# ---- block 1 ----
$ cat src/rtl/y86_mem_pkg.sv
// Shared types and constants for the y86 unified-memory arbiter.
package y86_mem_pkg;

   typedef enum logic [1:0] {
      IDLE   = 2'd0,
      ACCESS = 2'd1,
      RESP   = 2'd2
   } state_t;

   typedef enum logic {
      REQ_IF = 1'b0,
      REQ_DM = 1'b1
   } req_id_t;

   localparam int FETCH_BYTES = 10;
   localparam int DATA_BYTES  = 8;

endpackage

$ cat src/rtl/y86_mem_bounds.sv
// Combinational range check: flags an access whose last byte would fall past MEM_BYTES-1.
module y86_mem_bounds
   import y86_mem_pkg::*;
#(
   parameter int MEM_BYTES = 1024,
   parameter int ACC_BYTES = DATA_BYTES
) (
   input  logic [63:0] addr,
   output logic        err
);

   // Full 64-bit compare so huge addresses never wrap back into range.
   localparam logic [63:0] LAST_OK = 64'(MEM_BYTES - ACC_BYTES);

   assign err = (addr > LAST_OK);

endmodule

$ cat src/rtl/y86_mem_arbiter.sv
// Arbiter sharing one fixed-latency memory between the fetch and data ports.
// Optional statistics counters are enabled by defining ARB_STATS_EN.
module y86_mem_arbiter
   import y86_mem_pkg::*;
#(
   parameter int MEM_BYTES  = 1024,
   parameter int LATENCY    = 2,
   parameter int STARVE_MAX = 3
) (
   input  logic        clk,
   input  logic        rst,
   input  logic        if_req,
   input  logic [63:0] if_addr,
   output logic        if_ready,
   output logic [79:0] if_rdata,
   output logic        if_err,
   input  logic        dm_req,
   input  logic        dm_we,
   input  logic [63:0] dm_addr,
   input  logic [63:0] dm_wdata,
   output logic        dm_ready,
   output logic [63:0] dm_rdata,
   output logic        dm_err,
   output logic        mem_en,
   output logic        mem_we,
   output logic [63:0] mem_addr,
   output logic [63:0] mem_wdata,
   input  logic [79:0] mem_rdata
`ifdef ARB_STATS_EN
   ,
   output logic [31:0] stat_if_grants,
   output logic [31:0] stat_dm_grants,
   output logic [31:0] stat_stall_cycles
`endif
);

   state_t     state;
   req_id_t    grant_id;
   logic [3:0] lat_cnt;
   logic [7:0] starve_cnt;

   logic        if_oob;
   logic        dm_oob;
   logic        grant;
   logic        pick_if;
   logic        win_err;
   logic [63:0] win_addr;

   y86_mem_bounds #(.MEM_BYTES(MEM_BYTES), .ACC_BYTES(FETCH_BYTES)) u_if_bounds (
      .addr (if_addr),
      .err  (if_oob)
   );

   y86_mem_bounds #(.MEM_BYTES(MEM_BYTES), .ACC_BYTES(DATA_BYTES)) u_dm_bounds (
      .addr (dm_addr),
      .err  (dm_oob)
   );

   // Data normally wins; fetch is forced through once data has starved it STARVE_MAX times.
   always_comb begin
      grant    = (state == IDLE) && (if_req || dm_req);
      pick_if  = if_req && (!dm_req || (starve_cnt == 8'(STARVE_MAX)));
      win_err  = pick_if ? if_oob : dm_oob;
      win_addr = pick_if ? if_addr : dm_addr;
   end

   always_ff @(posedge clk) begin
      if (rst) begin
         state      <= IDLE;
         grant_id   <= REQ_IF;
         lat_cnt    <= 4'd0;
         starve_cnt <= 8'd0;
         if_ready   <= 1'b0;
         if_rdata   <= 80'd0;
         if_err     <= 1'b0;
         dm_ready   <= 1'b0;
         dm_rdata   <= 64'd0;
         dm_err     <= 1'b0;
         mem_en     <= 1'b0;
         mem_we     <= 1'b0;
         mem_addr   <= 64'd0;
         mem_wdata  <= 64'd0;
      end else begin
         case (state)
            IDLE: begin
               if (!if_req) starve_cnt <= 8'd0;
               if (grant) begin
                  if (pick_if) begin
                     grant_id   <= REQ_IF;
                     starve_cnt <= 8'd0;
                  end else begin
                     grant_id <= REQ_DM;
                     if (if_req) starve_cnt <= starve_cnt + 8'd1;
                  end
                  if (win_err) begin
                     state <= RESP;
                     if (pick_if) begin
                        if_ready <= 1'b1;
                        if_err   <= 1'b1;
                        if_rdata <= 80'd0;
                     end else begin
                        dm_ready <= 1'b1;
                        dm_err   <= 1'b1;
                        dm_rdata <= 64'd0;
                     end
                  end else begin
                     state     <= ACCESS;
                     lat_cnt   <= 4'd0;
                     mem_en    <= 1'b1;
                     mem_we    <= !pick_if && dm_we;
                     mem_addr  <= win_addr;
                     mem_wdata <= pick_if ? 64'd0 : dm_wdata;
                  end
               end
            end
            ACCESS: begin
               if (lat_cnt == 4'(LATENCY - 1)) begin
                  state  <= RESP;
                  mem_en <= 1'b0;
                  mem_we <= 1'b0;
                  if (grant_id == REQ_IF) begin
                     if_ready <= 1'b1;
                     if_err   <= 1'b0;
                     if_rdata <= mem_rdata;
                  end else begin
                     dm_ready <= 1'b1;
                     dm_err   <= 1'b0;
                     dm_rdata <= mem_we ? 64'd0 : mem_rdata[63:0];
                  end
               end else begin
                  lat_cnt <= lat_cnt + 4'd1;
               end
            end
            RESP: begin
               if_ready <= 1'b0;
               dm_ready <= 1'b0;
               state    <= IDLE;
            end
            default: state <= IDLE;
         endcase
      end
   end

`ifdef ARB_STATS_EN
   // Saturating counters; a stall is any cycle where a requester waits without its ready.
   always_ff @(posedge clk) begin
      if (rst) begin
         stat_if_grants    <= 32'd0;
         stat_dm_grants    <= 32'd0;
         stat_stall_cycles <= 32'd0;
      end else begin
         if (grant && pick_if && (stat_if_grants != 32'hFFFF_FFFF))
            stat_if_grants <= stat_if_grants + 32'd1;
         if (grant && !pick_if && (stat_dm_grants != 32'hFFFF_FFFF))
            stat_dm_grants <= stat_dm_grants + 32'd1;
         if (((if_req && !if_ready) || (dm_req && !dm_ready)) && (stat_stall_cycles != 32'hFFFF_FFFF))
            stat_stall_cycles <= stat_stall_cycles + 32'd1;
      end
   end
`endif

endmodule

$ cat config.mk
export PLATFORM = sky130hd
export DESIGN_NAME = y86_mem_arbiter
export DESIGN_NICKNAME = d
export VERILOG_FILES = /design/src/rtl/y86_mem_pkg.sv /design/src/rtl/y86_mem_bounds.sv /design/src/rtl/y86_mem_arbiter.sv
export SDC_FILE = /design/constraint.sdc
export NUM_CORES = 1
export LEC_CHECK = 0
export ABC_AREA = 1
export ABC_CLOCK_PERIOD_IN_PS = 3800
export CORE_AREA = 2 2 213 215
export DETAILED_ROUTE_END_ITERATION = 8
export DIE_AREA = 0 0 215 217
export SLEW_MARGIN = 25
export SYNTH_ARGS = -nofsm -noshare
export SYNTH_HDL_FRONTEND = slang
export SYNTH_SLANG_ARGS = --single-unit
$ cat constraint.sdc
create_clock -name clk -period 3.8 [get_ports clk]
set_clock_uncertainty 0.15 [all_clocks]
set_input_delay 0.76 -clock clk [delete_from_list [all_inputs] [get_ports clk]]
set_output_delay 0.76 -clock clk [all_outputs]
set_load 0.005 [all_outputs]
# ---- block 2 ----
**src/rtl/instr_fetch.sv**
```systemverilog
`default_nettype none
// ============================================================================
//  Module   : instr_fetch
//  Purpose  : Single-issue instruction fetch stage. Presents the PC to a
//             combinational instruction memory, captures the returned word
//             one cycle later, and handles stall, redirect (squash bubble),
//             illegal-address faults and a saturating delivery counter.
//  Revision : 1.0 - initial release
// ----------------------------------------------------------------------------
//  Ports
//    clk          in   1   rising-edge clock
//    rst_n        in   1   asynchronous active-low reset
//    imem_addr    out  32  byte address to instruction memory (= PC register)
//    imem_data    in   32  instruction word for imem_addr, same cycle
//    stall        in   1   consumer not ready; hold PC and outputs
//    redirect     in   1   load redirect_pc into PC (wins over stall)
//    redirect_pc  in   32  redirect byte target
//    instr        out  32  captured instruction word
//    pc_out       out  32  address instr was fetched from
//    instr_valid  out  1   instr/pc_out valid and not squashed
//    fault        out  1   sticky fetch-address error
//    fetch_count  out  16  delivered instructions, saturating
// ============================================================================
module instr_fetch #(
  parameter logic [31:0] RESET_PC  = 32'h0000_0000,
  parameter int          MEM_WORDS = 52
) (
  input  logic        clk,
  input  logic        rst_n,
  output logic [31:0] imem_addr,
  input  logic [31:0] imem_data,
  input  logic        stall,
  input  logic        redirect,
  input  logic [31:0] redirect_pc,
  output logic [31:0] instr,
  output logic [31:0] pc_out,
  output logic        instr_valid,
  output logic        fault,
  output logic [15:0] fetch_count
);

  typedef enum logic [1:0] {
    IDLE  = 2'd0,
    RUN   = 2'd1,
    FAULT = 2'd2
  } state_t;

  localparam logic [29:0] WORD_LIMIT = 30'(MEM_WORDS);

  state_t      state;
  logic [31:0] pc;
  logic [31:0] pc_plus4;
  logic        seq_oob;
  logic        redir_bad;

  // Modulo-2^32 increment; running off the end is caught by seq_oob below.
  assign pc_plus4  = pc + 32'd4;
  assign seq_oob   = (pc_plus4[31:2] >= WORD_LIMIT);
  assign redir_bad = (redirect_pc[1:0] != 2'b00) || (redirect_pc[31:2] >= WORD_LIMIT);

  // Memory address comes straight from the PC register: no input-to-output path.
  assign imem_addr = pc;

  always_ff @(posedge clk or negedge rst_n) begin
    if (!rst_n) begin
      state       <= IDLE;
      pc          <= RESET_PC;
      instr       <= 32'h0;
      pc_out      <= 32'h0;
      instr_valid <= 1'b0;
      fault       <= 1'b0;
      fetch_count <= 16'h0;
    end else begin
      case (state)
        IDLE: begin
          // One settling cycle after reset; redirect is ignored here.
          instr_valid <= 1'b0;
          state       <= RUN;
        end

        RUN: begin
          if (redirect) begin
            // Squash bubble: new PC, no capture, instr/pc_out/count hold.
            pc          <= redirect_pc;
            instr_valid <= 1'b0;
            if (redir_bad) begin
              state <= FAULT;
              fault <= 1'b1;
            end
          end else if (!stall) begin
            instr       <= imem_data;
            pc_out      <= pc;
            instr_valid <= 1'b1;
            pc          <= pc_plus4;
            if (fetch_count != 16'hFFFF) begin
              fetch_count <= fetch_count + 16'd1;
            end
            // The current word is still delivered; the one after it is not.
            if (seq_oob) begin
              state <= FAULT;
              fault <= 1'b1;
            end
          end
        end

        FAULT: begin
          // Terminal until reset: everything frozen, nothing valid.
          instr_valid <= 1'b0;
          fault       <= 1'b1;
        end

        default: begin
          state <= IDLE;
        end
      endcase
    end
  end

endmodule
`default_nettype wire
```
**config.mk**
```make
export PLATFORM = sky130hd
export DESIGN_NAME = instr_fetch
export DESIGN_NICKNAME = d
export VERILOG_FILES = /design/src/rtl/instr_fetch.sv
export SDC_FILE = /design/constraint.sdc
export NUM_CORES = 1
export LEC_CHECK = 0
export ABC_AREA = 1
export CELL_PAD_IN_SITES_DETAIL_PLACEMENT = 2
export CELL_PAD_IN_SITES_GLOBAL_PLACEMENT = 2
export CORE_MARGIN = 4
export CORE_UTILIZATION = 28
export CTS_CLUSTER_DIAMETER = 80
export DETAILED_ROUTE_END_ITERATION = 6
export PLACE_DENSITY_LB_ADDON = 0.1
export SLEW_MARGIN = 0
export SYNTH_ARGS = -nofsm -noshare
export SYNTH_HDL_FRONTEND = slang
export SYNTH_SLANG_ARGS = --single-unit
```
**constraint.sdc**
```tcl
create_clock -name clk -period 3.5 [get_ports clk]
set_input_delay 0.7 -clock clk [delete_from_list [all_inputs] [get_ports clk]]
set_output_delay 0.7 -clock clk [all_outputs]
set_load 0.03 [all_outputs]
```

==> gallery <==
Met1 routing.
picture 1
Scale: 3 px per um. Supply wires on this layer in grey.
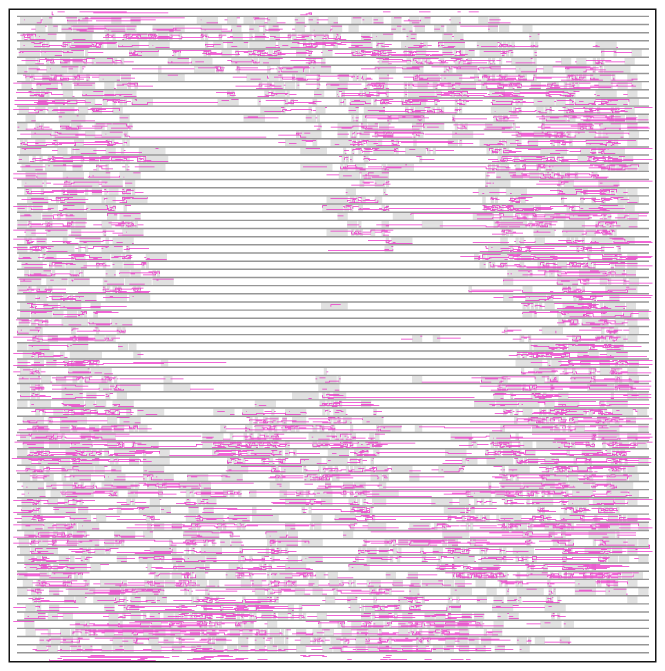
picture 2
Scale: 4 px per um. Supply wires on this layer in grey.
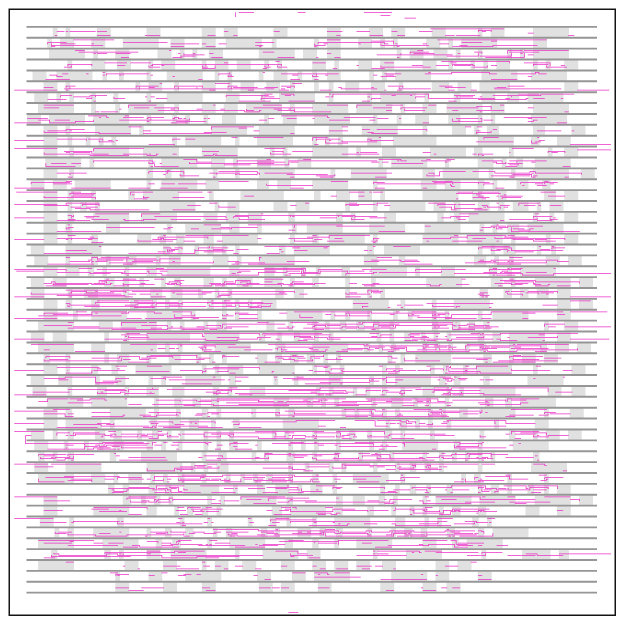
Picture 2 comes from block 2.
Picture 1 comes from block 1.
The one with the largest die is picture 1.

==> block_1/metal_stack.png <==
Scale: 2 px per um. Only two layers are drawn.
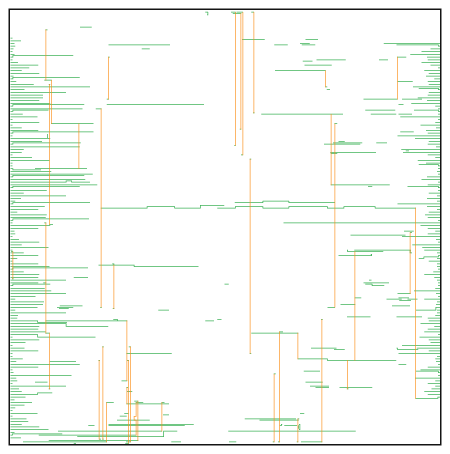
met4 -> orange  # wire length 1530 um
met3 -> green  # wire length 4700 um
routed wire length: 47200 um
global-route usage over all layers: 19.6%

==> flow_results.org, block 1 <==
* Implementation run

** Run status
- Result of the run :: completed

** Final layout
- The register with the most flip-flops in the layout has 80 of them.
- In the layout the tool counted multi-input logic cells amounting to 1181.
- Of the total standard cell area in the layout, the multi-input combinational portion is 26.9%.
- In the final layout, flip-flops and latches occupy 0.00587 mm2.

** Worst setup path
- In this design, the largest share of critical-path delay is due to simple AND/OR/NAND/NOR gates.

** Synth
- Cells in synth_stat.txt :: 1762
- Per Yosys stat, the portion of area used by sequential elements is 47.5%.
- Share of synthesized registers carrying an async set or reset :: 0%
- For reference, the top cells by area after synthesis are sky130_fd_sc_hd__dfxtp_1 (47%), sky130_fd_sc_hd__nand2_1 (12%), sky130_fd_sc_hd__nor2_1 (10%), sky130_fd_sc_hd__a21oi_1 (5.9%), sky130_fd_sc_hd__inv_1 (4.7%).

** Pwr
- Peak ir drop on the vdd network :: 0.275 mV

** GRT
- Initial antenna violation count :: 1

** Worst hold path
- Path type of the worst min-delay path :: register to register

** Route
- Routed signal wires occupy layers up through met4.
- Number of vias after detailed routing :: 13182

** CTS
- In this run the deepest clock path goes through 3 buffers.

** STA
- Across all hold checks on the routed design, the worst slack comes to 0.287 ns.
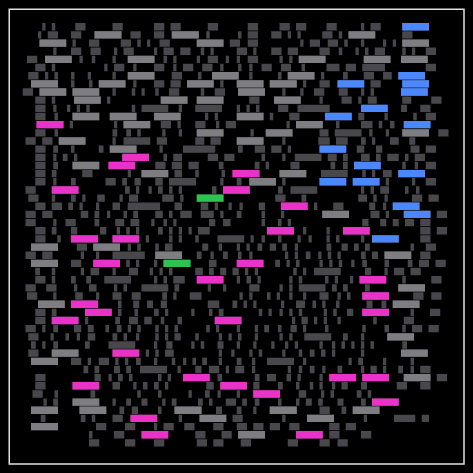
(block_2/registers.png)
Scale: 3 px per um.
state -> green  # placed flops 2
fetch_count -> blue  # placed flops 16
imem_addr -> magenta  # placed flops 32

==> flow_results.org, block 2 <==
* Implementation run

** Pwr
- Dividing total power by cell area gives a power density of 991 mW/mm2.
- Peak ir drop on the vdd network :: 0.455 mV

** Floorplan
- Die Y :: 151 um
- Pin placement for this block handled 182 I/O pins.

** Placed design
- The placement summary gives the final routability congestion estimate as 0.848.

** Run status
- The flow ran to the end, and the final reports show no timing, DRC or antenna violations.

** Final layout
- Flop Count :: 116
- In the layout the commonest cells are sky130_fd_sc_hd__nand2_1 (261), sky130_fd_sc_hd__clkdlybuf4s50_1 (180), sky130_fd_sc_hd__dfrtp_1 (116).
- Top cell excl fill/tap :: sky130_fd_sc_hd__nand2_1
- Area of combinational cells with multiple inputs :: 0.00252 mm2

** Route
- DR vias/cell :: 4.82
- Routed wire length :: 22800 um
- Remaining routing DRC violations :: 0

** Synth
- Simple logic cell fraction of the synthesized area :: 29.2%

** CTS
- Once the clock tree was built, the setup fixing pass inserted 0 buffers.

** Worst setup path
- The critical path in this run is classified as register to register.
- Setup crit start kind :: register


==> screenshots <==
The metal 4 layer.
(a)
Scale: 2 px per um. Supply wires on this layer in grey.
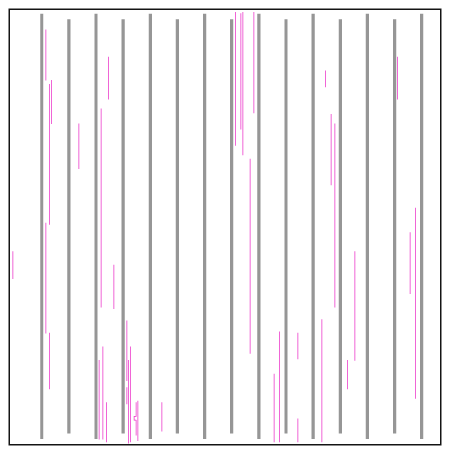
(b)
Scale: 3 px per um. Supply wires on this layer in grey.
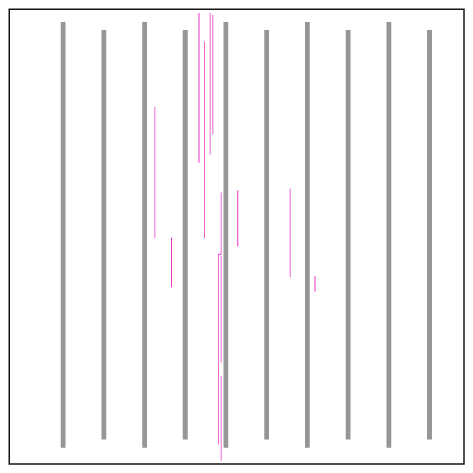
(a): block 1
(b): block 2
- largest die: (a)

Key to (b):
share of all routed wire = 2.0%
longest straight run = 65.3 um
main direction = vertical
wire length on this layer = 461 um
nets with wire on the layer = 9

Power and IR drop assume default switching activity.
